# digit_serial_adder

Figure 1. Met2 routing (digit_serial_adder).
Drawn at 4 px/µm.
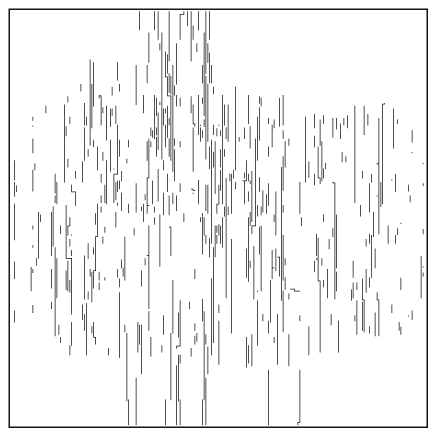

**src/rtl/digit_serial_adder.sv**
```systemverilog
// Digit-serial add/subtract unit. Processes DIGIT bits of two WIDTH-bit
// operands per clock, LSB digit first, through one DIGIT-bit ripple slice
// with a registered carry between digits. A start/busy/done handshake frames
// each operation; sum/cout/ovf update only when an operation completes.
module digit_serial_adder #(
    parameter int WIDTH = 16,
    parameter int DIGIT = 4
) (
    input  logic             clk,
    input  logic             rst_n,
    input  logic             start,
    input  logic [WIDTH-1:0] a,
    input  logic [WIDTH-1:0] b,
    input  logic             cin,
    input  logic             sub,
    output logic             busy,
    output logic             done,
    output logic [WIDTH-1:0] sum,
    output logic             cout,
    output logic             ovf
);

    localparam int NDIG  = WIDTH / DIGIT;
    localparam int CNT_W = (NDIG > 1) ? $clog2(NDIG) : 1;
    localparam logic [CNT_W-1:0] LAST_CNT = CNT_W'(NDIG - 1);

    typedef enum logic {
        IDLE,
        RUN
    } state_t;

    state_t           state_q, state_d;
    logic [WIDTH-1:0] a_sh_q, a_sh_d;
    logic [WIDTH-1:0] b_sh_q, b_sh_d;
    logic [WIDTH-1:0] res_q, res_d;
    logic             carry_q, carry_d;
    logic [CNT_W-1:0] cnt_q, cnt_d;
    logic             busy_q, busy_d;
    logic             done_q, done_d;
    logic [WIDTH-1:0] sum_q, sum_d;
    logic             cout_q, cout_d;
    logic             ovf_q, ovf_d;

    // Per-digit slice results shared by the next-state logic.
    logic [DIGIT:0]   slice;
    logic             c_into_msb;
    logic [WIDTH-1:0] dsum_ext;
    logic [WIDTH-1:0] res_next;

    // Ripple slice on the current low digit, plus the assembled result word.
    always_comb begin
        slice = {1'b0, a_sh_q[DIGIT-1:0]}
              + {1'b0, b_sh_q[DIGIT-1:0]}
              + {{DIGIT{1'b0}}, carry_q};
        // Carry into the slice MSB recovered from that bit's sum and operands,
        // so DIGIT=1 needs no special case.
        c_into_msb = slice[DIGIT-1] ^ a_sh_q[DIGIT-1] ^ b_sh_q[DIGIT-1];
        dsum_ext = '0;
        dsum_ext[DIGIT-1:0] = slice[DIGIT-1:0];
        // New digit enters on the MSB side; earlier digits move toward the LSB.
        res_next = (res_q >> DIGIT) | (dsum_ext << (WIDTH - DIGIT));
    end

    // Next-state logic: accept in IDLE, one digit per cycle in RUN.
    always_comb begin
        state_d = state_q;
        a_sh_d  = a_sh_q;
        b_sh_d  = b_sh_q;
        res_d   = res_q;
        carry_d = carry_q;
        cnt_d   = cnt_q;
        busy_d  = busy_q;
        done_d  = 1'b0;
        sum_d   = sum_q;
        cout_d  = cout_q;
        ovf_d   = ovf_q;
        case (state_q)
            IDLE: begin
                if (start) begin
                    a_sh_d  = a;
                    b_sh_d  = sub ? ~b : b;
                    carry_d = sub ? 1'b1 : cin;
                    cnt_d   = '0;
                    busy_d  = 1'b1;
                    state_d = RUN;
                end
            end
            RUN: begin
                a_sh_d  = a_sh_q >> DIGIT;
                b_sh_d  = b_sh_q >> DIGIT;
                carry_d = slice[DIGIT];
                res_d   = res_next;
                cnt_d   = cnt_q + CNT_W'(1);
                if (cnt_q == LAST_CNT) begin
                    cnt_d   = '0;
                    state_d = IDLE;
                    busy_d  = 1'b0;
                    done_d  = 1'b1;
                    sum_d   = res_next;
                    cout_d  = slice[DIGIT];
                    ovf_d   = slice[DIGIT] ^ c_into_msb;
                end
            end
            default: begin
                state_d = IDLE;
                busy_d  = 1'b0;
            end
        endcase
    end

    // State, datapath and registered outputs; reset aborts any operation.
    always_ff @(posedge clk or negedge rst_n) begin
        if (!rst_n) begin
            state_q <= IDLE;
            a_sh_q  <= '0;
            b_sh_q  <= '0;
            res_q   <= '0;
            carry_q <= 1'b0;
            cnt_q   <= '0;
            busy_q  <= 1'b0;
            done_q  <= 1'b0;
            sum_q   <= '0;
            cout_q  <= 1'b0;
            ovf_q   <= 1'b0;
        end else begin
            state_q <= state_d;
            a_sh_q  <= a_sh_d;
            b_sh_q  <= b_sh_d;
            res_q   <= res_d;
            carry_q <= carry_d;
            cnt_q   <= cnt_d;
            busy_q  <= busy_d;
            done_q  <= done_d;
            sum_q   <= sum_d;
            cout_q  <= cout_d;
            ovf_q   <= ovf_d;
        end
    end

    assign busy = busy_q;
    assign done = done_q;
    assign sum  = sum_q;
    assign cout = cout_q;
    assign ovf  = ovf_q;

endmodule
```
**config.mk**
```make
export PLATFORM = sky130hd
export DESIGN_NAME = digit_serial_adder
export DESIGN_NICKNAME = d
export VERILOG_FILES = /design/src/rtl/digit_serial_adder.sv
export SDC_FILE = /design/constraint.sdc
export NUM_CORES = 1
export LEC_CHECK = 0
export ABC_CLOCK_PERIOD_IN_PS = 2500
export CAP_MARGIN = 5
export CORE_MARGIN = 3
export CORE_UTILIZATION = 32
export CTS_CLUSTER_SIZE = 16
export DETAILED_ROUTE_END_ITERATION = 6
export HOLD_SLACK_MARGIN = 0.1
export SLEW_MARGIN = 15
export SYNTH_ARGS = -nofsm -noshare
export SYNTH_HDL_FRONTEND = slang
export SYNTH_SLANG_ARGS = --single-unit
```
**constraint.sdc**
```tcl
create_clock -name clk -period 2.5 [get_ports clk]
set_input_delay 0.5 -clock clk [delete_from_list [all_inputs] [get_ports clk]]
set_output_delay 0.5 -clock clk [all_outputs]
set_load 0.03 [all_outputs]
```
# alu_flags

[src/rtl/alu_flags.sv]
// ALU with registered carry/zero flags and an optional interrupt shadow copy of the flags.
// Define SHADOW_FLAGS_EN to build the shadow C,Z registers (save on FLG_SHAD_LD, reload on FLG_RESTORE).
module alu_flags #(
    parameter int DATA_W = 8
) (
    input  logic              CLK,
    input  logic              RST_N,
    input  logic [DATA_W-1:0] A,
    input  logic [DATA_W-1:0] B,
    input  logic [3:0]        ALU_SEL,
    input  logic              FLG_LD,
    input  logic              FLG_C_SET,
    input  logic              FLG_C_CLR,
    input  logic              FLG_SHAD_LD,
    input  logic              FLG_RESTORE,
    output logic [DATA_W-1:0] RESULT,
    output logic              C_FLAG,
    output logic              Z_FLAG
);

    typedef enum logic [3:0] {
        OP_ADD  = 4'd0,
        OP_ADDC = 4'd1,
        OP_SUB  = 4'd2,
        OP_SUBC = 4'd3,
        OP_CMP  = 4'd4,
        OP_AND  = 4'd5,
        OP_OR   = 4'd6,
        OP_EXOR = 4'd7,
        OP_TEST = 4'd8,
        OP_LSL  = 4'd9,
        OP_LSR  = 4'd10,
        OP_ROL  = 4'd11,
        OP_ROR  = 4'd12,
        OP_ASR  = 4'd13,
        OP_MOV  = 4'd14,
        OP_RSVD = 4'd15
    } alu_op_e;

    alu_op_e           op;
    logic              cin;
    logic [DATA_W:0]   sum_ext;
    logic [DATA_W:0]   dif_ext;
    logic [DATA_W-1:0] alu_res;
    logic              alu_cy;
    logic              alu_z;

    assign op = alu_op_e'(ALU_SEL);

    // Only the with-carry forms fold the current carry flag into the arithmetic.
    assign cin = ((op == OP_ADDC) || (op == OP_SUBC)) ? C_FLAG : 1'b0;

    // One extra bit holds carry-out for add and borrow for subtract.
    assign sum_ext = {1'b0, A} + {1'b0, B} + {{DATA_W{1'b0}}, cin};
    assign dif_ext = {1'b0, A} - {1'b0, B} - {{DATA_W{1'b0}}, cin};

    always_comb begin
        alu_res = '0;
        alu_cy  = 1'b0;
        case (op)
            OP_ADD, OP_ADDC: begin
                alu_res = sum_ext[DATA_W-1:0];
                alu_cy  = sum_ext[DATA_W];
            end
            OP_SUB, OP_SUBC, OP_CMP: begin
                alu_res = dif_ext[DATA_W-1:0];
                alu_cy  = dif_ext[DATA_W];
            end
            OP_AND, OP_TEST: alu_res = A & B;
            OP_OR:           alu_res = A | B;
            OP_EXOR:         alu_res = A ^ B;
            OP_LSL: begin
                alu_res = {A[DATA_W-2:0], C_FLAG};
                alu_cy  = A[DATA_W-1];
            end
            OP_LSR: begin
                alu_res = {C_FLAG, A[DATA_W-1:1]};
                alu_cy  = A[0];
            end
            OP_ROL: begin
                alu_res = {A[DATA_W-2:0], A[DATA_W-1]};
                alu_cy  = A[DATA_W-1];
            end
            OP_ROR: begin
                alu_res = {A[0], A[DATA_W-1:1]};
                alu_cy  = A[0];
            end
            OP_ASR: begin
                alu_res = {A[DATA_W-1], A[DATA_W-1:1]};
                alu_cy  = A[0];
            end
            OP_MOV: begin
                alu_res = B;
                alu_cy  = C_FLAG;
            end
            default: begin
                alu_res = '0;
                alu_cy  = 1'b0;
            end
        endcase
    end

    assign alu_z  = ~|alu_res;
    assign RESULT = alu_res;

    logic restore_act;
    logic shad_c;
    logic shad_z;

`ifdef SHADOW_FLAGS_EN
    logic shad_c_q;
    logic shad_z_q;

    // Shadow always captures the pre-edge flags, so save+restore on one edge swaps them.
    always_ff @(posedge CLK or negedge RST_N) begin
        if (!RST_N) begin
            shad_c_q <= 1'b0;
            shad_z_q <= 1'b0;
        end else if (FLG_SHAD_LD) begin
            shad_c_q <= C_FLAG;
            shad_z_q <= Z_FLAG;
        end
    end

    assign restore_act = FLG_RESTORE;
    assign shad_c      = shad_c_q;
    assign shad_z      = shad_z_q;
`else
    logic unused_shadow_ports;

    assign unused_shadow_ports = FLG_SHAD_LD ^ FLG_RESTORE;
    assign restore_act         = 1'b0;
    assign shad_c              = 1'b0;
    assign shad_z              = 1'b0;
`endif

    // Restore wins outright; otherwise clear beats set for C, and Z only follows FLG_LD.
    always_ff @(posedge CLK or negedge RST_N) begin
        if (!RST_N) begin
            C_FLAG <= 1'b0;
            Z_FLAG <= 1'b0;
        end else if (restore_act) begin
            C_FLAG <= shad_c;
            Z_FLAG <= shad_z;
        end else begin
            if (FLG_C_CLR) begin
                C_FLAG <= 1'b0;
            end else if (FLG_C_SET) begin
                C_FLAG <= 1'b1;
            end else if (FLG_LD) begin
                C_FLAG <= alu_cy;
            end
            if (FLG_LD) begin
                Z_FLAG <= alu_z;
            end
        end
    end

endmodule

[config.mk]
export PLATFORM = sky130hd
export DESIGN_NAME = alu_flags
export DESIGN_NICKNAME = d
export VERILOG_FILES = /design/src/rtl/alu_flags.sv
export SDC_FILE = /design/constraint.sdc
export NUM_CORES = 1
export LEC_CHECK = 0
export ABC_AREA = 0
export CORE_MARGIN = 2
export CORE_UTILIZATION = 54
export CTS_CLUSTER_SIZE = 10
export DETAILED_ROUTE_END_ITERATION = 6
export PLACE_DENSITY = 0.91
export SYNTH_ARGS = -nofsm -noshare
export SYNTH_HDL_FRONTEND = slang
export SYNTH_SLANG_ARGS = --single-unit
[constraint.sdc]
create_clock -name CLK -period 4.4 [get_ports CLK]
set_clock_uncertainty 0.2 [all_clocks]
set_input_delay 0.44 -clock CLK [delete_from_list [all_inputs] [get_ports CLK]]
set_output_delay 0.44 -clock CLK [all_outputs]
set_load 0.005 [all_outputs]

==> notes/layouts.md <==
Pictures saved along the way, in no particular order.

Routing congestion map.
image #1
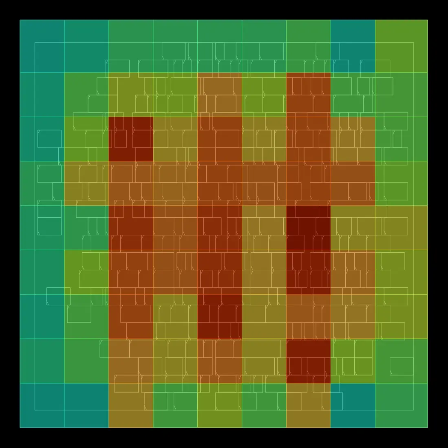
image #2
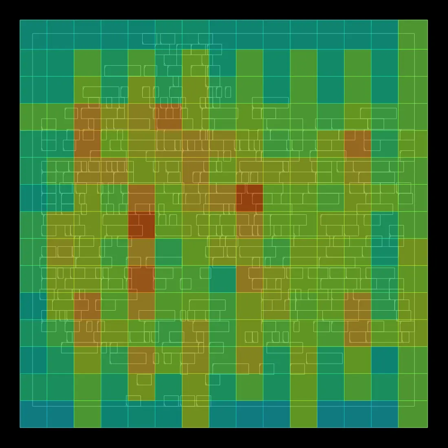
image #1: alu_flags
image #2: digit_serial_adder
- most wire per cell: image #1
- highest utilization: image #1

Figure 2. Metal 4 (alu_flags).
Drawn at 4 px/µm. Cells faint in the background.
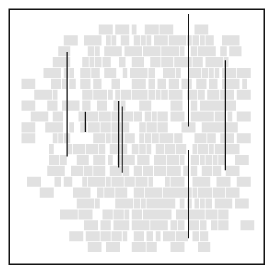
wire length on this layer	140 µm
nets with wire on the layer	7
share of all routed wire	2.6%
Total Wirelength: 5421 µm
DR vias: 2,120

==> out/qor.csv, alu_flags <==
stage,metric,value,unit
run_status,status,"finished, final reports clean",
synthesis,area_leaders,"ha_1, inv_1, o21ai_0",
flow_run,maxCapViolCount,0,
grt,grt-ovfl-total,0,
synthesis,ys_cells,253,
synthesis,topCombFamilyByArea,AND-OR/OR-AND gates,
detailed_routing,dr.pass1.iters,5,
timing,drv_slew,0,
power,p_switching,0.1643,mW
final_layout,flop-count,2,
final_layout,layout.area.top_class,multi-input combinational cells,
floorplan,dieHeight,63.35,µm
cts,clockBufferDepth,2,
synthesis,synthArstFlopShare,100.0,%
placement,place.gp.congestion,0.9959,
placement,portBuffers,34,
grt,grt_pass1_vias,1989,
synthesis,edf_count,0,
floorplan,fp_util,56.55,%
synthesis,synth_cell_types,62,
power,pg_seq,0.0218,mW
## alu_flags: through the flow
stage	worst slack, ps	hold slack [ps]	util (%)	instance area, µm²	total power, mW
finish	187.5	158.2	66.67	2242	0.3472
global route	56.41	168.9	66.67	2242	0.3759
CTS	233.3	167.7	66.67	2242	0.3405
detailed placement	229.9	327.0	66.00	2220	0.2939
global placement	272.7	324.7	66.00	2220	0.2866
floorplan	133.4	-55.59	-	1902	0.2000
## alu_flags: final timing paths
| kind | slack (ps) | depth (start not counted) | to |
|---|---|---|---|
| min reg2reg | 340 | 2 | Z_FLAG$_DFFE_PN0P_ |
| min | 160 | 1 | C_FLAG$_DFFE_PN0P_ |
| min in group CLK | 340 | 2 | Z_FLAG$_DFFE_PN0P_ |
| max | 190 | 11 | RESULT[7] |
| max reg2reg | 650 | 10 | Z_FLAG$_DFFE_PN0P_ |
| max in group asynchronous | 3720 | 1 | Z_FLAG$_DFFE_PN0P_ |
## alu_flags: routing by layer
metal / part of all wire [%] / vias to the layer above / global-route usage [%]
met2: 47 / 134 / 45.53
met5: 0 / - / 0
met4: 2.6 / 0 / 10.60
li1: - / 987 / -
met3: 8.8 / 16 / 3.214
met1: 41 / 983 / 36.59
Figure 3. M1 wires (digit_serial_adder).
Drawn at 4 px/µm. Cells faint in the background.
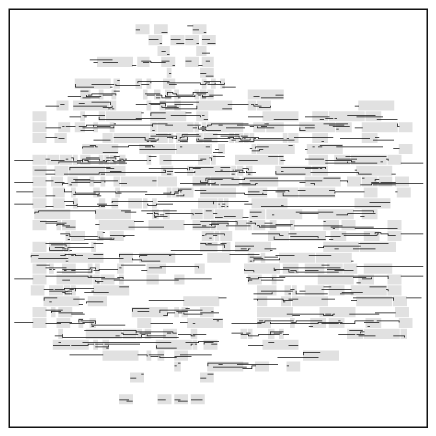
main direction	horizontal
nets with wire on the layer	319
wire length on this layer	2,650 µm
share of all routed wire	47%
DR vias: 2,037
Total Wirelength: 5626 µm
GRT met1 Usage: 14.69%

Notes on Figure 1 above:
share of all routed wire	46%
main direction	vertical
met2 usage: 17.13%

==> out/qor.csv, digit_serial_adder <==
stage,metric,value,unit
run_status,status,"finished, final reports clean",
final_layout,comb_area_share,31.70,%
synthesis,avgSynthCellArea,11.24,µm²
floorplan,io-pin-count,57,
final_layout,clock_buffer_count,11,
placement,dp_worst_setup_slack,655.2,ps
critical_path,critPathLaunch,busy$_DFFE_PN0P_,
grt,grt_pass1_wl,9922,µm
placement,dp.cells,447,
timing,rsz0062_at_grt,false,
synthesis,ys_warn_count,0,
final_layout,clk_share,5.125,%
critical_path,arrival,1430,ps
final_layout,utilization,42.60,%
final_layout,area_delta_synth_final,28.44,%
final_layout,logic_area,0.001254,mm²
synthesis,synth-simple-area-share,7.477,%
flow_run,tool_warnings,26,
synthesis,synth_flops,68,
digit_serial_adder: sequential cells by signal, indices dropped and copies added, names as in the netlist:
name and cells:
sum 16, cnt_q 2, carry_q 1, a_sh_q 16, busy 1, b_sh_q 16, state_q 1, done 1
ovf 1, cout 1, res_q 12
digit_serial_adder: power by group through the flow:
stage               Clock, mW  Sequential (mW)  Combinational [mW]
floorplan                   0             2.08                1.09
finish                  0.899             1.83                1.91
detailed placement          0             1.86                1.95
global placement            0             1.85                1.91
global route            0.987             1.90                2.12
CTS                     0.938             1.84                1.96
digit_serial_adder: logic make-up after synthesis:
logic type	Yosys count
xor+xnor	21
mux	42
compound gates	52
buf+inv	25
flops	68
simple gates	60
fa+ha+maj	6
digit_serial_adder: metrics by stage:
stage	instance area (µm²)	total power [mW]	hold WS, ps
6_report	3955	4.640	135.7
5_1_grt	3955	5.015	160.0
4_1_cts	3955	4.734	139.4
3_5_place_dp	3752	3.807	464.6
3_3_place_gp	3752	3.755	461.6
2_1_floorplan	3079	3.169	204.4

# i3c_ctrl_daa_hj_mgr

Figure 4. Metal 4 (i3c_ctrl_daa_hj_mgr).
Drawn at 2 px/µm. Cells faint in the background.
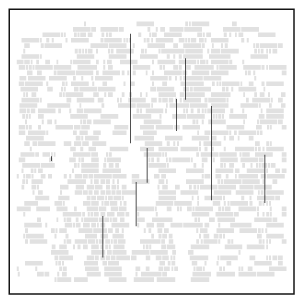

## src/rtl/i3c_ctrl_pkg.sv

```systemverilog
// Shared definitions for the I3C controller DAA / Hot-Join manager.
// Holds the bus-engine opcode enum, broadcast CCC codes, fixed addresses,
// the Hot-Join event byte and the manager FSM state enum.
package i3c_ctrl_pkg;

    typedef enum logic [2:0] {
        OP_START   = 3'd0,
        OP_RESTART = 3'd1,
        OP_WRITE   = 3'd2,
        OP_READ    = 3'd3,
        OP_STOP    = 3'd4
    } be_op_t;

    localparam logic [7:0] CCC_ENEC   = 8'h00;
    localparam logic [7:0] CCC_DISEC  = 8'h01;
    localparam logic [7:0] CCC_RSTDAA = 8'h06;
    localparam logic [7:0] CCC_ENTDAA = 8'h07;

    localparam logic [6:0] BCAST_ADDR = 7'h7E;
    localparam logic [6:0] HJ_ADDR    = 7'h02;
    localparam logic [7:0] EVT_HJ     = 8'h08;

    typedef enum logic [3:0] {
        ST_IDLE,
        ST_IBI,
        ST_START,
        ST_BCAST_W,
        ST_CCC,
        ST_EVT,
        ST_CHK,
        ST_RESTART,
        ST_BCAST_R,
        ST_READ,
        ST_ADDR,
        ST_STOP,
        ST_DONE
    } state_t;

endpackage

```

## src/rtl/i3c_daa_addr_pool.sv

```systemverilog
// Dynamic address pool: counts assigned devices and produces the next
// address (DA_BASE + count) with its odd-parity bit.
// Ports:
//   clk, rst_n  clock / async active-low reset
//   clr         empty the pool
//   inc         one address was assigned (ignored when full)
//   count       number of assigned devices
//   next_da     address to hand out next
//   next_par    parity bit making {next_da, next_par} odd
//   full        count == MAX_DEV
module i3c_daa_addr_pool #(
    parameter int                    ADDR_WIDTH = 7,
    parameter logic [ADDR_WIDTH-1:0] DA_BASE    = 7'h10,
    parameter int                    MAX_DEV    = 8,
    localparam int                   CW         = $clog2(MAX_DEV + 1)
) (
    input  logic                  clk,
    input  logic                  rst_n,
    input  logic                  clr,
    input  logic                  inc,
    output logic [CW-1:0]         count,
    output logic [ADDR_WIDTH-1:0] next_da,
    output logic                  next_par,
    output logic                  full
);

    assign full     = (count == CW'(MAX_DEV));
    assign next_da  = DA_BASE + ADDR_WIDTH'(count);
    assign next_par = ~^next_da;

    always_ff @(posedge clk or negedge rst_n) begin
        if (!rst_n) begin
            count <= '0;
        end else if (clr) begin
            count <= '0;
        end else if (inc && !full) begin
            count <= count + 1'b1;
        end
    end

endmodule

```

## src/rtl/i3c_ctrl_daa_hj_mgr.sv

```systemverilog
// Controller-side Hot-Join / dynamic address manager.
// Answers Hot-Join IBIs, issues broadcast RSTDAA / ENEC / DISEC (HJ event)
// and runs the ENTDAA loop, driving the bit-level bus engine through a
// one-outstanding command/response handshake.
// Ports:
//   clk, rst_n                      clock / async active-low reset
//   ibi_valid/addr/rnw              arbitration header won by bus engine
//   ibi_ready, ibi_ack              one-cycle accept pulse + ACK decision
//   be_cmd_valid/ready/op/data/last command channel to bus engine
//   be_rsp_valid/data/ack           response channel from bus engine
//   hj_en                           Hot-Join acceptance enable
//   rstdaa/entdaa/enec_hj/disec_hj_req  software request pulses
//   busy, done                      sequence status
//   err_pool_full                   sticky, cleared by a completed RSTDAA
//   dev_count                       number of assigned devices
//   new_dev_*                       per-assignment report (PID/BCR/DCR/DA)
//   hj_pending                      Hot-Join accepted, DAA not yet run
// Build option: define I3C_HJ_AUTO_DAA_EN to launch ENTDAA automatically
// right after an accepted Hot-Join.
module i3c_ctrl_daa_hj_mgr
    import i3c_ctrl_pkg::*;
#(
    parameter int                    ADDR_WIDTH = 7,
    parameter logic [ADDR_WIDTH-1:0] DA_BASE    = 7'h10,
    parameter int                    MAX_DEV    = 8,
    localparam int                   CW         = $clog2(MAX_DEV + 1)
) (
    input  logic                  clk,
    input  logic                  rst_n,
    input  logic                  ibi_valid,
    input  logic [ADDR_WIDTH-1:0] ibi_addr,
    input  logic                  ibi_rnw,
    output logic                  ibi_ready,
    output logic                  ibi_ack,
    output logic                  be_cmd_valid,
    input  logic                  be_cmd_ready,
    output logic [2:0]            be_cmd_op,
    output logic [7:0]            be_cmd_data,
    output logic                  be_cmd_last,
    input  logic                  be_rsp_valid,
    input  logic [7:0]            be_rsp_data,
    input  logic                  be_rsp_ack,
    input  logic                  hj_en,
    input  logic                  rstdaa_req,
    input  logic                  entdaa_req,
    input  logic                  enec_hj_req,
    input  logic                  disec_hj_req,
    output logic                  busy,
    output logic                  done,
    output logic                  err_pool_full,
    output logic [CW-1:0]         dev_count,
    output logic                  new_dev_valid,
    output logic [ADDR_WIDTH-1:0] new_dev_da,
    output logic [47:0]           new_dev_pid,
    output logic [7:0]            new_dev_bcr,
    output logic [7:0]            new_dev_dcr,
    output logic                  hj_pending
);

    state_t                  state_q, state_d;
    be_op_t                  cmd_op;
    logic                    cmd_pend_q;
    logic [7:0]              ccc_q, ccc_sel;
    logic                    abort_q, ibi_ack_q;
    logic [2:0]              rd_cnt_q;
    logic [63:0]             dev_buf_q;
    logic                    issue, rsp_done, req_any, launch, auto_daa;
    logic                    set_abort, set_err, clr_hj, pool_clr, pool_inc;
    logic                    pool_full, next_par;
    logic [ADDR_WIDTH-1:0]   next_da;

    i3c_daa_addr_pool #(
        .ADDR_WIDTH (ADDR_WIDTH),
        .DA_BASE    (DA_BASE),
        .MAX_DEV    (MAX_DEV)
    ) u_pool (
        .clk      (clk),
        .rst_n    (rst_n),
        .clr      (pool_clr),
        .inc      (pool_inc),
        .count    (dev_count),
        .next_da  (next_da),
        .next_par (next_par),
        .full     (pool_full)
    );

`ifdef I3C_HJ_AUTO_DAA_EN
    assign auto_daa = hj_pending;
`else
    assign auto_daa = 1'b0;
`endif

    // A command is presented until accepted; afterwards only the response
    // is awaited, so the fields stay stable for free while stalled.
    assign be_cmd_valid = issue && !cmd_pend_q;
    assign be_cmd_op    = cmd_op;
    assign rsp_done     = cmd_pend_q && be_rsp_valid;

    always_comb begin
        req_any = 1'b1;
        ccc_sel = CCC_ENTDAA;
        if (auto_daa)          ccc_sel = CCC_ENTDAA;
        else if (rstdaa_req)   ccc_sel = CCC_RSTDAA;
        else if (disec_hj_req) ccc_sel = CCC_DISEC;
        else if (enec_hj_req)  ccc_sel = CCC_ENEC;
        else if (entdaa_req)   ccc_sel = CCC_ENTDAA;
        else                   req_any = 1'b0;
    end

    always_ff @(posedge clk or negedge rst_n) begin
        if (!rst_n) state_q <= ST_IDLE;
        else        state_q <= state_d;
    end

    always_comb begin
        state_d     = state_q;
        issue       = 1'b0;
        cmd_op      = OP_START;
        be_cmd_data = '0;
        be_cmd_last = 1'b0;
        ibi_ready   = 1'b0;
        ibi_ack     = 1'b0;
        done        = 1'b0;
        busy        = 1'b1;
        launch      = 1'b0;
        set_abort   = 1'b0;
        set_err     = 1'b0;
        clr_hj      = 1'b0;
        pool_clr    = 1'b0;
        pool_inc    = 1'b0;
        case (state_q)
            ST_IDLE: begin
                busy = 1'b0;
                if (ibi_valid) begin
                    state_d = ST_IBI;
                end else if (req_any) begin
                    launch  = 1'b1;
                    clr_hj  = auto_daa;
                    state_d = ST_START;
                end
            end
            ST_IBI: begin
                busy      = 1'b0;
                ibi_ready = 1'b1;
                ibi_ack   = ibi_ack_q;
                state_d   = ST_IDLE;
            end
            ST_START: begin
                issue = 1'b1;
                if (rsp_done) state_d = ST_BCAST_W;
            end
            ST_BCAST_W: begin
                issue       = 1'b1;
                cmd_op      = OP_WRITE;
                be_cmd_data = {BCAST_ADDR, 1'b0};
                if (rsp_done) begin
                    set_abort = !be_rsp_ack;
                    state_d   = be_rsp_ack ? ST_CCC : ST_STOP;
                end
            end
            ST_CCC: begin
                issue       = 1'b1;
                cmd_op      = OP_WRITE;
                be_cmd_data = ccc_q;
                if (rsp_done) begin
                    if (ccc_q == CCC_ENTDAA)                           state_d = ST_CHK;
                    else if (ccc_q == CCC_ENEC || ccc_q == CCC_DISEC)  state_d = ST_EVT;
                    else                                               state_d = ST_STOP;
                end
            end
            ST_EVT: begin
                issue       = 1'b1;
                cmd_op      = OP_WRITE;
                be_cmd_data = EVT_HJ;
                if (rsp_done) state_d = ST_STOP;
            end
            ST_CHK: begin
                set_err = pool_full;
                state_d = pool_full ? ST_STOP : ST_RESTART;
            end
            ST_RESTART: begin
                issue  = 1'b1;
                cmd_op = OP_RESTART;
                if (rsp_done) state_d = ST_BCAST_R;
            end
            ST_BCAST_R: begin
                issue       = 1'b1;
                cmd_op      = OP_WRITE;
                be_cmd_data = {BCAST_ADDR, 1'b1};
                if (rsp_done) state_d = be_rsp_ack ? ST_READ : ST_STOP;
            end
            ST_READ: begin
                issue       = 1'b1;
                cmd_op      = OP_READ;
                be_cmd_last = (rd_cnt_q == 3'd7);
                if (rsp_done && rd_cnt_q == 3'd7) state_d = ST_ADDR;
            end
            ST_ADDR: begin
                issue       = 1'b1;
                cmd_op      = OP_WRITE;
                be_cmd_data = 8'({next_da, next_par});
                if (rsp_done) begin
                    pool_inc = be_rsp_ack;
                    state_d  = ST_CHK;
                end
            end
            ST_STOP: begin
                issue  = 1'b1;
                cmd_op = OP_STOP;
                if (rsp_done) begin
                    clr_hj   = (ccc_q == CCC_ENTDAA);
                    pool_clr = (ccc_q == CCC_RSTDAA) && !abort_q;
                    state_d  = ST_DONE;
                end
            end
            ST_DONE: begin
                busy    = 1'b0;
                done    = 1'b1;
                state_d = ST_IDLE;
            end
            default: state_d = ST_IDLE;
        endcase
    end

    always_ff @(posedge clk or negedge rst_n) begin
        if (!rst_n) begin
            cmd_pend_q    <= 1'b0;
            ccc_q         <= '0;
            abort_q       <= 1'b0;
            ibi_ack_q     <= 1'b0;
            rd_cnt_q      <= '0;
            dev_buf_q     <= '0;
            hj_pending    <= 1'b0;
            err_pool_full <= 1'b0;
            new_dev_valid <= 1'b0;
            new_dev_da    <= '0;
            new_dev_pid   <= '0;
            new_dev_bcr   <= '0;
            new_dev_dcr   <= '0;
        end else begin
            new_dev_valid <= 1'b0;
            if (be_cmd_valid && be_cmd_ready) cmd_pend_q <= 1'b1;
            else if (rsp_done)                cmd_pend_q <= 1'b0;
            if (state_q == ST_IDLE && ibi_valid)
                ibi_ack_q <= (ibi_addr == HJ_ADDR) && !ibi_rnw && hj_en;
            if (state_q == ST_IBI && ibi_ack_q) hj_pending <= 1'b1;
            else if (clr_hj)                    hj_pending <= 1'b0;
            if (launch) begin
                ccc_q   <= ccc_sel;
                abort_q <= 1'b0;
            end
            if (set_abort) abort_q <= 1'b1;
            if (state_q == ST_BCAST_R && rsp_done) rd_cnt_q <= '0;
            // PID/BCR/DCR arrive MSB first, so shift left and the final
            // layout is {PID[47:0], BCR, DCR}.
            if (state_q == ST_READ && rsp_done) begin
                rd_cnt_q  <= rd_cnt_q + 1'b1;
                dev_buf_q <= {dev_buf_q[55:0], be_rsp_data};
            end
            if (pool_inc) begin
                new_dev_valid <= 1'b1;
                new_dev_da    <= next_da;
                new_dev_pid   <= dev_buf_q[63:16];
                new_dev_bcr   <= dev_buf_q[15:8];
                new_dev_dcr   <= dev_buf_q[7:0];
            end
            if (set_err)       err_pool_full <= 1'b1;
            else if (pool_clr) err_pool_full <= 1'b0;
        end
    end

endmodule

```

## config.mk

```make
export PLATFORM = sky130hd
export DESIGN_NAME = i3c_ctrl_daa_hj_mgr
export DESIGN_NICKNAME = d
export VERILOG_FILES = /design/src/rtl/i3c_ctrl_pkg.sv /design/src/rtl/i3c_daa_addr_pool.sv /design/src/rtl/i3c_ctrl_daa_hj_mgr.sv
export SDC_FILE = /design/constraint.sdc
export NUM_CORES = 1
export LEC_CHECK = 0
export ABC_AREA = 1
export ABC_CLOCK_PERIOD_IN_PS = 1600
export CELL_PAD_IN_SITES_DETAIL_PLACEMENT = 0
export CELL_PAD_IN_SITES_GLOBAL_PLACEMENT = 2
export CORE_MARGIN = 3
export CORE_UTILIZATION = 34
export CTS_CLUSTER_DIAMETER = 150
export DETAILED_ROUTE_END_ITERATION = 10
export DONT_BUFFER_PORTS = 1
export PLACE_DENSITY_LB_ADDON = 0.12
export SLEW_MARGIN = 20
export SYNTH_ARGS = -nofsm -noshare
export SYNTH_HDL_FRONTEND = slang
export SYNTH_SLANG_ARGS = --single-unit
```

## constraint.sdc

```tcl
create_clock -name clk -period 1.6 [get_ports clk]
set_input_delay 0.24 -clock clk [delete_from_list [all_inputs] [get_ports clk]]
set_output_delay 0.24 -clock clk [all_outputs]
set_load 0.1 [all_outputs]
```

# apb_master

`src/rtl/apb_master.sv`:
```
// Single-outstanding APB requester: turns a valid/ready command into a SETUP/ACCESS transfer
// and returns read data plus error/timeout status on a valid/ready response channel.
module apb_master #(
  parameter int unsigned DATA_WIDTH = 32,
  parameter int unsigned ADDR_WIDTH = 11,
  parameter int unsigned TIMEOUT    = 255
) (
  input  logic                    clk,
  input  logic                    reset,
  input  logic                    cmd_valid,
  output logic                    cmd_ready,
  input  logic                    cmd_write,
  input  logic [ADDR_WIDTH-1:0]   cmd_addr,
  input  logic [DATA_WIDTH-1:0]   cmd_wdata,
  input  logic [DATA_WIDTH/8-1:0] cmd_strb,
  input  logic                    cmd_prot,
  output logic                    rsp_valid,
  input  logic                    rsp_ready,
  output logic [DATA_WIDTH-1:0]   rsp_rdata,
  output logic                    rsp_slverr,
  output logic                    rsp_timeout,
  output logic [ADDR_WIDTH-1:0]   paddr,
  output logic                    pprot,
  output logic                    psel,
  output logic                    penable,
  output logic                    pwrite,
  output logic [DATA_WIDTH-1:0]   pwdata,
  output logic [DATA_WIDTH/8-1:0] pstrb,
  input  logic                    pready,
  input  logic [DATA_WIDTH-1:0]   prdata,
  input  logic                    pslverr
);

  localparam int unsigned STRB_WIDTH = DATA_WIDTH / 8;
  localparam int unsigned ALIGN_BITS = $clog2(STRB_WIDTH);
  localparam int unsigned CNT_WIDTH  = (TIMEOUT > 0) ? $clog2(TIMEOUT + 1) : 1;
  localparam logic [ADDR_WIDTH-1:0] ADDR_MASK =
      ~ADDR_WIDTH'((64'd1 << ALIGN_BITS) - 64'd1);
  // Counter value in the last allowed wait cycle; hitting it without pready aborts.
  localparam logic [CNT_WIDTH-1:0] CNT_LAST = CNT_WIDTH'((TIMEOUT > 0) ? TIMEOUT - 1 : 0);

  typedef enum logic [1:0] {StIdle, StSetup, StAccess, StResp} state_e;

  state_e                  state_q, state_d;
  logic [ADDR_WIDTH-1:0]   paddr_q, paddr_d;
  logic                    pprot_q, pprot_d;
  logic                    pwrite_q, pwrite_d;
  logic [DATA_WIDTH-1:0]   pwdata_q, pwdata_d;
  logic [STRB_WIDTH-1:0]   pstrb_q, pstrb_d;
  logic [DATA_WIDTH-1:0]   rdata_q, rdata_d;
  logic                    slverr_q, slverr_d;
  logic                    timeout_q, timeout_d;
  logic [CNT_WIDTH-1:0]    cnt_q, cnt_d;
  logic                    accept;
  logic                    timeout_hit;

  assign cmd_ready   = (state_q == StIdle) && !reset;
  assign accept      = cmd_valid && cmd_ready;
  assign timeout_hit = (TIMEOUT != 0) && (state_q == StAccess) && !pready && (cnt_q == CNT_LAST);

  always_ff @(posedge clk) begin
    if (reset) begin
      state_q   <= StIdle;
      paddr_q   <= '0;
      pprot_q   <= 1'b0;
      pwrite_q  <= 1'b0;
      pwdata_q  <= '0;
      pstrb_q   <= '0;
      rdata_q   <= '0;
      slverr_q  <= 1'b0;
      timeout_q <= 1'b0;
      cnt_q     <= '0;
    end else begin
      state_q   <= state_d;
      paddr_q   <= paddr_d;
      pprot_q   <= pprot_d;
      pwrite_q  <= pwrite_d;
      pwdata_q  <= pwdata_d;
      pstrb_q   <= pstrb_d;
      rdata_q   <= rdata_d;
      slverr_q  <= slverr_d;
      timeout_q <= timeout_d;
      cnt_q     <= cnt_d;
    end
  end

  always_comb begin
    state_d = state_q;
    case (state_q)
      StIdle:   if (accept) state_d = StSetup;
      StSetup:  state_d = StAccess;
      StAccess: if (pready || timeout_hit) state_d = StResp;
      StResp:   if (rsp_ready) state_d = StIdle;
      default:  state_d = StIdle;
    endcase
  end

  always_comb begin
    paddr_d   = paddr_q;
    pprot_d   = pprot_q;
    pwrite_d  = pwrite_q;
    pwdata_d  = pwdata_q;
    pstrb_d   = pstrb_q;
    rdata_d   = rdata_q;
    slverr_d  = slverr_q;
    timeout_d = timeout_q;
    cnt_d     = cnt_q;
    case (state_q)
      StIdle: begin
        if (accept) begin
          paddr_d  = cmd_addr & ADDR_MASK;
          pprot_d  = cmd_prot;
          pwrite_d = cmd_write;
          pwdata_d = cmd_write ? cmd_wdata : '0;
          pstrb_d  = cmd_write ? cmd_strb : '0;
          cnt_d    = '0;
        end
      end
      StAccess: begin
        if (pready) begin
          rdata_d   = pwrite_q ? '0 : prdata;
          slverr_d  = pslverr;
          timeout_d = 1'b0;
        end else begin
          cnt_d = cnt_q + 1'b1;
          if (timeout_hit) begin
            rdata_d   = '0;
            slverr_d  = 1'b1;
            timeout_d = 1'b1;
          end
        end
      end
      default: ;
    endcase
  end

  assign psel        = (state_q == StSetup) || (state_q == StAccess);
  assign penable     = (state_q == StAccess);
  assign rsp_valid   = (state_q == StResp);
  assign paddr       = paddr_q;
  assign pprot       = pprot_q;
  assign pwrite      = pwrite_q;
  assign pwdata      = pwdata_q;
  assign pstrb       = pstrb_q;
  assign rsp_rdata   = rdata_q;
  assign rsp_slverr  = slverr_q;
  assign rsp_timeout = timeout_q;

endmodule
```
`config.mk`:
```
export PLATFORM = sky130hd
export DESIGN_NAME = apb_master
export DESIGN_NICKNAME = d
export VERILOG_FILES = /design/src/rtl/apb_master.sv
export SDC_FILE = /design/constraint.sdc
export NUM_CORES = 1
export LEC_CHECK = 0
export CORE_MARGIN = 1.5
export CORE_UTILIZATION = 44
export CTS_BUF_LIST = sky130_fd_sc_hd__clkbuf_4
export DETAILED_ROUTE_END_ITERATION = 7
export GPL_ROUTABILITY_DRIVEN = 1
export MAX_ROUTING_LAYER = met4
export PLACE_DENSITY = 0.88
export SLEW_MARGIN = 10
export SYNTH_ARGS = -nofsm -noshare
export SYNTH_HDL_FRONTEND = slang
export SYNTH_SLANG_ARGS = --single-unit
```
`constraint.sdc`:
```
create_clock -name clk -period 2.59 [get_ports clk]
set_input_delay 0.6475 -clock clk [delete_from_list [all_inputs] [get_ports clk]]
set_output_delay 0.6475 -clock clk [all_outputs]
set_load 0.005 [all_outputs]
```
# bcd_countdown_timer_flat

## config.mk

```make
export PLATFORM = sky130hd
export DESIGN_NAME = bcd_countdown_timer_flat
export DESIGN_NICKNAME = d
export VERILOG_FILES = /design/src/rtl/bcd_countdown_timer_if.sv /design/src/rtl/bcd_countdown_timer.sv /design/src/flat_wrapper.sv
export SDC_FILE = /design/constraint.sdc
export NUM_CORES = 1
export LEC_CHECK = 0
export ABC_AREA = 0
export CORE_MARGIN = 3
export CORE_UTILIZATION = 30
export CTS_CLUSTER_SIZE = 24
export DETAILED_ROUTE_END_ITERATION = 10
export GPL_TIMING_DRIVEN = 0
export MAX_ROUTING_LAYER = met4
export PLACE_DENSITY_LB_ADDON = 0.1
export SYNTH_ARGS = -nofsm -noshare
export SYNTH_HDL_FRONTEND = slang
export SYNTH_SLANG_ARGS = --single-unit
```

## constraint.sdc

```tcl
create_clock -name clk -period 5.4 [get_ports clk]
set_clock_uncertainty 0.1 [all_clocks]
set_input_delay 1.62 -clock clk [delete_from_list [all_inputs] [get_ports clk]]
set_output_delay 1.62 -clock clk [all_outputs]
set_load 0.1 [all_outputs]
```

## src/rtl/bcd_countdown_timer_if.sv

```systemverilog
// bcd_countdown_timer_if: control and display signals of the BCD countdown timer.
// The master side drives load/start/stop/tick. The slave side (the timer) returns
// the digits, the state, and the zero/done flags.
interface bcd_countdown_timer_if;
  logic        load;
  logic [15:0] load_val;
  logic        start;
  logic        stop;
  logic        tick;
  logic [15:0] digits;
  logic [1:0]  state;
  logic        zero;
  logic        done;

  modport master (
    output load, load_val, start, stop, tick,
    input  digits, state, zero, done
  );

  modport slave (
    input  load, load_val, start, stop, tick,
    output digits, state, zero, done
  );
endinterface

```

## src/rtl/bcd_countdown_timer.sv

```systemverilog
// bcd_countdown_timer: four-digit BCD mm:ss down-counter.
// - load/start/stop control, with a tick prescaler.
// - A registered one-cycle done pulse fires when the count reaches 00:00.
// Optional macro AUTO_RELOAD_EN: the timer stays in RUN after reaching 00:00.
// The next qualifying decrement then reloads the preset, making a repeat timer.
module bcd_countdown_timer #(
  parameter int MIN_TENS_MAX = 5,
  parameter int PRESCALE     = 1
) (
  input  logic                  clk,
  input  logic                  reset_n,
  bcd_countdown_timer_if.slave  bus
);

  typedef enum logic [1:0] {
    IDLE  = 2'b00,
    RUN   = 2'b01,
    PAUSE = 2'b10,
    DONE  = 2'b11
  } state_e;

  localparam logic [3:0] MT_MAX  = 4'(MIN_TENS_MAX);
  localparam logic [7:0] PS_LAST = 8'(PRESCALE - 1);

  state_e      state_q, state_d;
  logic [15:0] digits_q, digits_d;
  logic [15:0] preset_q, preset_d;
  logic [7:0]  pcnt_q, pcnt_d;
  logic        done_q, done_d;
  logic [15:0] clamped;
  logic [15:0] decremented;

  // Out-of-range load digits are pulled down to the largest legal value of that digit.
  function automatic logic [15:0] clamp_digits(input logic [15:0] v);
    logic [3:0] mt, mo, st, so;
    mt = (v[15:12] > MT_MAX) ? MT_MAX : v[15:12];
    mo = (v[11:8]  > 4'd9)   ? 4'd9   : v[11:8];
    st = (v[7:4]   > 4'd5)   ? 4'd5   : v[7:4];
    so = (v[3:0]   > 4'd9)   ? 4'd9   : v[3:0];
    return {mt, mo, st, so};
  endfunction

  // Decrement by one second.
  // Each digit borrows from the next one up when it is zero.
  function automatic logic [15:0] bcd_dec(input logic [15:0] v);
    logic [3:0] mt, mo, st, so;
    {mt, mo, st, so} = v;
    if (so != 4'd0) begin
      so = so - 4'd1;
    end else begin
      so = 4'd9;
      if (st != 4'd0) begin
        st = st - 4'd1;
      end else begin
        st = 4'd5;
        if (mo != 4'd0) begin
          mo = mo - 4'd1;
        end else begin
          mo = 4'd9;
          mt = mt - 4'd1;
        end
      end
    end
    return {mt, mo, st, so};
  endfunction

  assign clamped     = clamp_digits(bus.load_val);
  assign decremented = bcd_dec(digits_q);

  // Next-state logic.
  // - Priority is load > stop > start > tick.
  // - The prescaler only advances while running, and is held while paused.
  always_comb begin
    state_d  = state_q;
    digits_d = digits_q;
    preset_d = preset_q;
    pcnt_d   = pcnt_q;
    done_d   = 1'b0;
    if (bus.load) begin
      digits_d = clamped;
      preset_d = clamped;
      state_d  = IDLE;
      pcnt_d   = 8'd0;
    end else begin
      case (state_q)
        IDLE: begin
          if (!bus.stop && bus.start && digits_q != 16'h0000) begin
            state_d = RUN;
          end
        end
        RUN: begin
          if (bus.stop) begin
            state_d = PAUSE;
          end else if (bus.tick) begin
            if (pcnt_q == PS_LAST) begin
              pcnt_d = 8'd0;
`ifdef AUTO_RELOAD_EN
              if (digits_q == 16'h0000) begin
                digits_d = preset_q;
              end else begin
                digits_d = decremented;
                done_d   = (decremented == 16'h0000);
              end
`else
              digits_d = decremented;
              if (decremented == 16'h0000) begin
                done_d  = 1'b1;
                state_d = DONE;
              end
`endif
            end else begin
              pcnt_d = pcnt_q + 8'd1;
            end
          end
        end
        PAUSE: begin
          if (!bus.stop && bus.start) begin
            state_d = RUN;
          end
        end
        DONE: begin
          state_d = DONE;
        end
        default: begin
          state_d = IDLE;
        end
      endcase
    end
  end

  // State, digit, preset, prescaler and done-pulse registers, cleared asynchronously.
  always_ff @(posedge clk or negedge reset_n) begin
    if (!reset_n) begin
      state_q  <= IDLE;
      digits_q <= 16'h0000;
      preset_q <= 16'h0000;
      pcnt_q   <= 8'd0;
      done_q   <= 1'b0;
    end else begin
      state_q  <= state_d;
      digits_q <= digits_d;
      preset_q <= preset_d;
      pcnt_q   <= pcnt_d;
      done_q   <= done_d;
    end
  end

  assign bus.digits = digits_q;
  assign bus.state  = state_q;
  assign bus.zero   = (digits_q == 16'h0000);
  assign bus.done   = done_q;

endmodule

```

## src/flat_wrapper.sv

```systemverilog
// flat-port wrapper written by rule: the top's interface ports become plain ports
module bcd_countdown_timer_flat 
#(
  parameter int MIN_TENS_MAX = 5,
  parameter int PRESCALE     = 1
)
  (clk, reset_n, bus_load, bus_load_val, bus_start, bus_stop, bus_tick, bus_digits, bus_state, bus_zero, bus_done);
  bcd_countdown_timer_if bus_i ();
  input  logic clk;
  input  logic reset_n;
  input wire logic [$bits(bus_i.load)-1:0] bus_load;
  input wire logic [$bits(bus_i.load_val)-1:0] bus_load_val;
  input wire logic [$bits(bus_i.start)-1:0] bus_start;
  input wire logic [$bits(bus_i.stop)-1:0] bus_stop;
  input wire logic [$bits(bus_i.tick)-1:0] bus_tick;
  output wire logic [$bits(bus_i.digits)-1:0] bus_digits;
  output wire logic [$bits(bus_i.state)-1:0] bus_state;
  output wire logic [$bits(bus_i.zero)-1:0] bus_zero;
  output wire logic [$bits(bus_i.done)-1:0] bus_done;
  assign bus_i.load = bus_load;
  assign bus_i.load_val = bus_load_val;
  assign bus_i.start = bus_start;
  assign bus_i.stop = bus_stop;
  assign bus_i.tick = bus_tick;
  assign bus_digits = bus_i.digits;
  assign bus_state = bus_i.state;
  assign bus_zero = bus_i.zero;
  assign bus_done = bus_i.done;
  bcd_countdown_timer #(.MIN_TENS_MAX(MIN_TENS_MAX), .PRESCALE(PRESCALE)) u_core (.clk(clk), .reset_n(reset_n), .bus(bus_i));
endmodule
```


==> layout pictures side by side <==
Signal wires on met3.
picture 1
Drawn at 3 px/µm. Cells faint in the background.
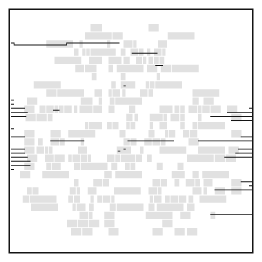
picture 2
Drawn at 2 px/µm. Cells faint in the background.
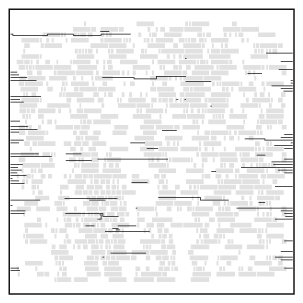
picture 3
Drawn at 3 px/µm. Cells faint in the background.
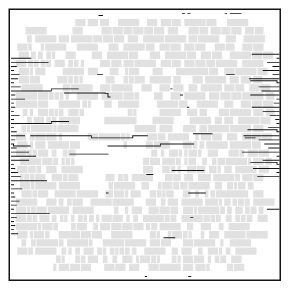
| from | picture |
|---|---|
| apb_master | picture 3 |
| bcd_countdown_timer_flat | picture 1 |
| i3c_ctrl_daa_hj_mgr | picture 2 |

Figure 5. Routing congestion map (apb_master).
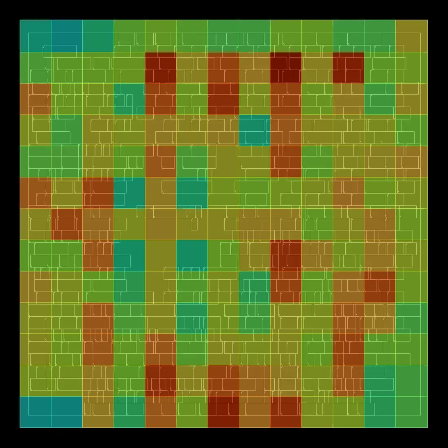
Util after Layout: 72.19%
met2 usage: 39.06%
Routed WL per cell: 14.66 µm

Figure 6. M1 wires (apb_master).
Drawn at 4 px/µm. Cells faint in the background.
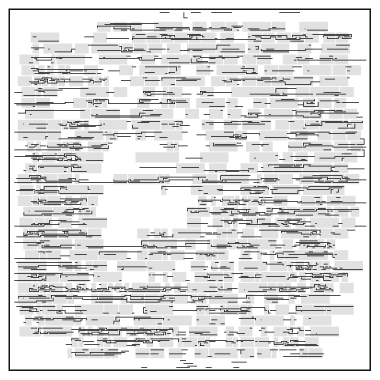
nets with wire on the layer	545
main direction	horizontal
wire length on this layer	3,860 µm
share of all routed wire	42%
DR vias: 3,175
GRT met1 Usage: 28.41%
Total Wirelength: 9163 µm

==> out/qor.csv, apb_master <==
stage,metric,value,unit
run_status,status,"finished, final reports clean",
cts,post_cts_buffers,0,
power,leakage,1.872,nW
critical_path,crit_path_end,penable,
final_layout,design_area,0.005264,mm²
min_path,hold_path.class,register to register,
cts,cts_buffers,9,
power,p_total,3.701,mW
cts,cts.clk_slew.worst_paths,130,ps
timing,fin_crit,2483,ps
grt,grt-ovfl-total,0,
power,pwr-share-seq,44.5,%
detailed_routing,drc,0,
power,power_density,703.2,mW/mm²
min_path,holdPathStages,2,
critical_path,crit_family,buffers and inverters,
power,p_int,2.643,mW
synthesis,top_cell,dfxtp_1,
critical_path,timing.rr.start,state_q[0]$_SDFFE_PP0P_,
timing,finalCritPeriodShare,95.85,%
final_layout,antennaDiodeCount,0,
placement,place.gp.congestion,0.7800,
synthesis,ys_sh_xor,0.2638,%
cts,cts_htree_levels,3,
final_layout,layout_top_cell,clkdlybuf4s50_1,
[apb_master: per-stage QoR]
stage          hold WS, ps  setup WS [ps]
3_5_place_dp         444.5          171.3
4_1_cts              461.7          57.40
6_report             458.6          107.5
2_1_floorplan        448.3          811.6
5_1_grt              476.6         -1.994
3_3_place_gp         436.8          231.2
[apb_master: layout make-up]
type	instances	area, µm²	share of cell area (%)
inverter	5	18.77	0.3565
timing repair buffer	177	1759	33.42
multi-input combinational	237	1358	25.79
tap	99	123.9	2.353
clock inverter	7	115.1	2.187
sequential	91	1822	34.61
clock buffer	9	67.56	1.284
[apb_master: metal layers]
layer  vias to the layer above  share of wire [%]  track usage [%]
met5                         -                  0                -
met3                        23                5.3            5.668
met4                         0                2.7            8.466
li1                       1582                  -                -
met2                       105                 50            39.06
met1                      1465                 42            28.41
[apb_master: cells by family (layout without fill, tap and decap cells)]
family / after synthesis / count (layout)
AOI/OAI and AO/OA: 102 / 102
xor gates and xnor gates: 1 / 1
adders and majority gates: 6 / 6
buffers and inverters: 34 / 198
DFF: 91 / 91
muxes: 1 / 1
other: 1 / 2
and+or+nand+nor: 125 / 125
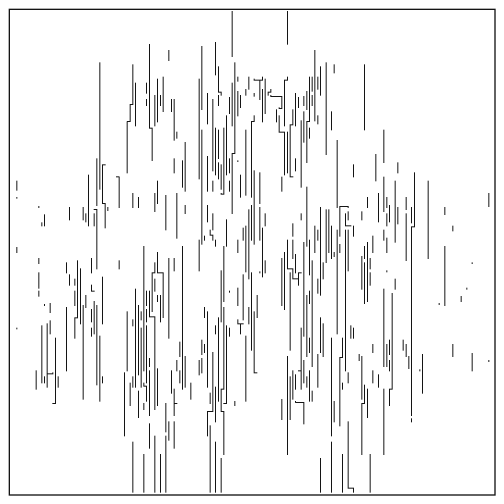
Figure 7: bcd_countdown_timer_flat, met2 routing.
Drawn at 6 px/µm.
wire length on this layer	1,960 µm
main direction	vertical
nets with wire on the layer	208
longest straight run	31.4 µm
share of all routed wire	42%
met2 usage: 22.02%
Total Wirelength: 4721 µm

==> out/qor.csv, bcd_countdown_timer_flat <==
stage,metric,value,unit
detailed_routing,top_layer,met4,
final_layout,buf_share,19.39,%
final_layout,buffers,47,
final_layout,utilization,42.26,%
placement,portBuffers,41,
run_status,status,"finished, final reports clean",
critical_path,required,3680,ps
critical_path,arrival,2860,ps
timing,fmax,218.3,MHz
synthesis,synth_flops,27,
floorplan,dieHeight,80.70,µm
final_layout,comb_area_share,42.68,%
cts,post_cts_buffers,0,
final_layout,nets,256,
final_layout,clock_buffer_count,3,
floorplan,fp_util,31.96,%
final_layout,logic_gates,143,
power,leakage,0.8494,nW
synthesis,ys_sh_mux,1.943,%
critical_path,slowest_delay,1130,ps
power,p_total,0.5074,mW
==> bcd_countdown_timer_flat: cell families after synthesis <==
family,Yosys count
AND/OR/NAND/NOR,79
AND-OR/OR-AND,56
flip-flops,27
buffers and inverters,14
adder cells (fa/ha/maj),4
multiplexers,3
XOR/XNOR,1
==> bcd_countdown_timer_flat: state kept, by name, indices dropped and copies added (netlist names) <==
name               count
u_core.bus.state       2
u_core.bus.done        1
u_core.pcnt_q          8
u_core.bus.digits     16
==> bcd_countdown_timer_flat: power by group through the flow <==
stage | registers, mW | clock network, mW | logic (mW)
2_1_floorplan | 0.302 | 0 | 0.0343
3_3_place_gp | 0.232 | 0 | 0.160
3_5_place_dp | 0.232 | 0 | 0.160
4_1_cts | 0.229 | 0.122 | 0.161
5_1_grt | 0.231 | 0.131 | 0.168
6_report | 0.228 | 0.120 | 0.159
==> bcd_countdown_timer_flat: synth_stat cells (all sizes together), types with 3 or more instances <==
cell type,instances
a31oi,3
or4,4
dfrtp,27
clkbuf,5
a211oi,6
a22o,4
a21oi,7
nand3b,3
or3,7
nand4,3
nor2,13
inv,8
nand2,11
nand3,9
and3,6
o21ai,16
nor3,6
ha,4
nor4,6
Figure 8. M1 wires (i3c_ctrl_daa_hj_mgr).
Drawn at 3 px/µm. Cells faint in the background.
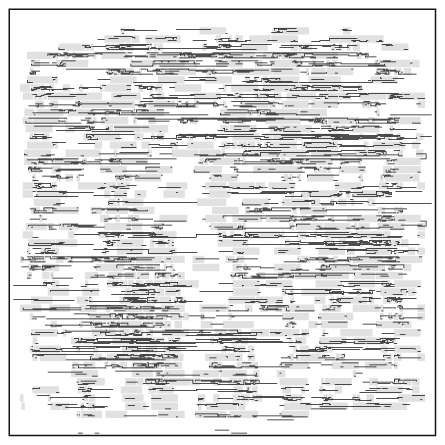
share of all routed wire	44%
longest straight run	48.1 µm
nets with wire on the layer	826
wire length on this layer	8,480 µm
main direction	horizontal
DR vias: 5,271
Total Wirelength: 19,220 µm

Figure 9. Met2 routing (i3c_ctrl_daa_hj_mgr).
Drawn at 3 px/µm.
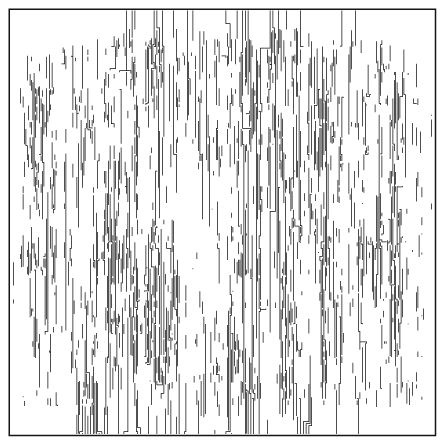
nets with wire on the layer	753
share of all routed wire	50%
main direction	vertical
longest straight run	84.7 µm
wire length on this layer	9,680 µm
met2 usage: 32.00%

About Figure 4:
wire length on this layer	222 µm
share of all routed wire	1.2%

==> out/qor.csv, i3c_ctrl_daa_hj_mgr <==
stage,metric,value,unit
run_status,status,"finished, violations left",
run_status,violations,"hold timing, setup timing",
timing,setup_ws,-512.9,ps
timing,whs,-485.5,ps
floorplan,core,0.01766,mm²
power,peakVddDrop,1.379,mV
critical_path,crit_top_cell,inv_2,
power,p_clk,4.11,mW
timing,setup_viol,155,
final_layout,buffers,193,
critical_path,critical_path_cell_count,7,
final_layout,comb_area_share,24.42,%
timing,drv_slew,0,
timing,finalHoldViolCount,152,
power,pwr-share-clk,25.1,%
synthesis,synthArstFlopShare,100.0,%
grt,grt_pass1_vias,5465,
power,pg_seq,4.99,mW
cts,cts_htree_levels,4,
[i3c_ctrl_daa_hj_mgr: routing by layer]
layer,routed length [µm],global-route usage (%),vias to the layer above
li1,-,-,2544
met1,8475,24.71,2594
met2,9679,32.00,105
met3,824,4.449,24
met4,222,4.697,4
met5,21,0,-
[i3c_ctrl_daa_hj_mgr: per-stage QoR]
step                TNS [ps]  setup slack [ps]  utilization, %  hold slack [ps]  instances
finish                -39500            -512.9           56.05           -485.5       1104
global route          -52150            -615.8           56.05           -512.1       1104
CTS                   -24070            -548.7           53.49           -502.2       1086
detailed placement     -4796            -155.4           44.77           -52.21       1012
global placement       -1467            -133.1           44.77           -51.14       1012
floorplan              -8303             -1201               -           -55.59        685
[i3c_ctrl_daa_hj_mgr: how the worst min path moves through the flow]
stage,end,depth (start not counted)
2_1_floorplan,abort_q$_DFFE_PN0P_,0
3_3_place_gp,new_dev_pid[47]$_DFFE_PN0N_,0
3_5_place_dp,new_dev_pid[47]$_DFFE_PN0N_,0
4_1_cts,new_dev_pid[47]$_DFFE_PN0N_,0
5_1_grt,new_dev_pid[47]$_DFFE_PN0N_,0
6_report,new_dev_pid[47]$_DFFE_PN0N_,0

No activity file was given, so power comes from the tool's default toggle rates.
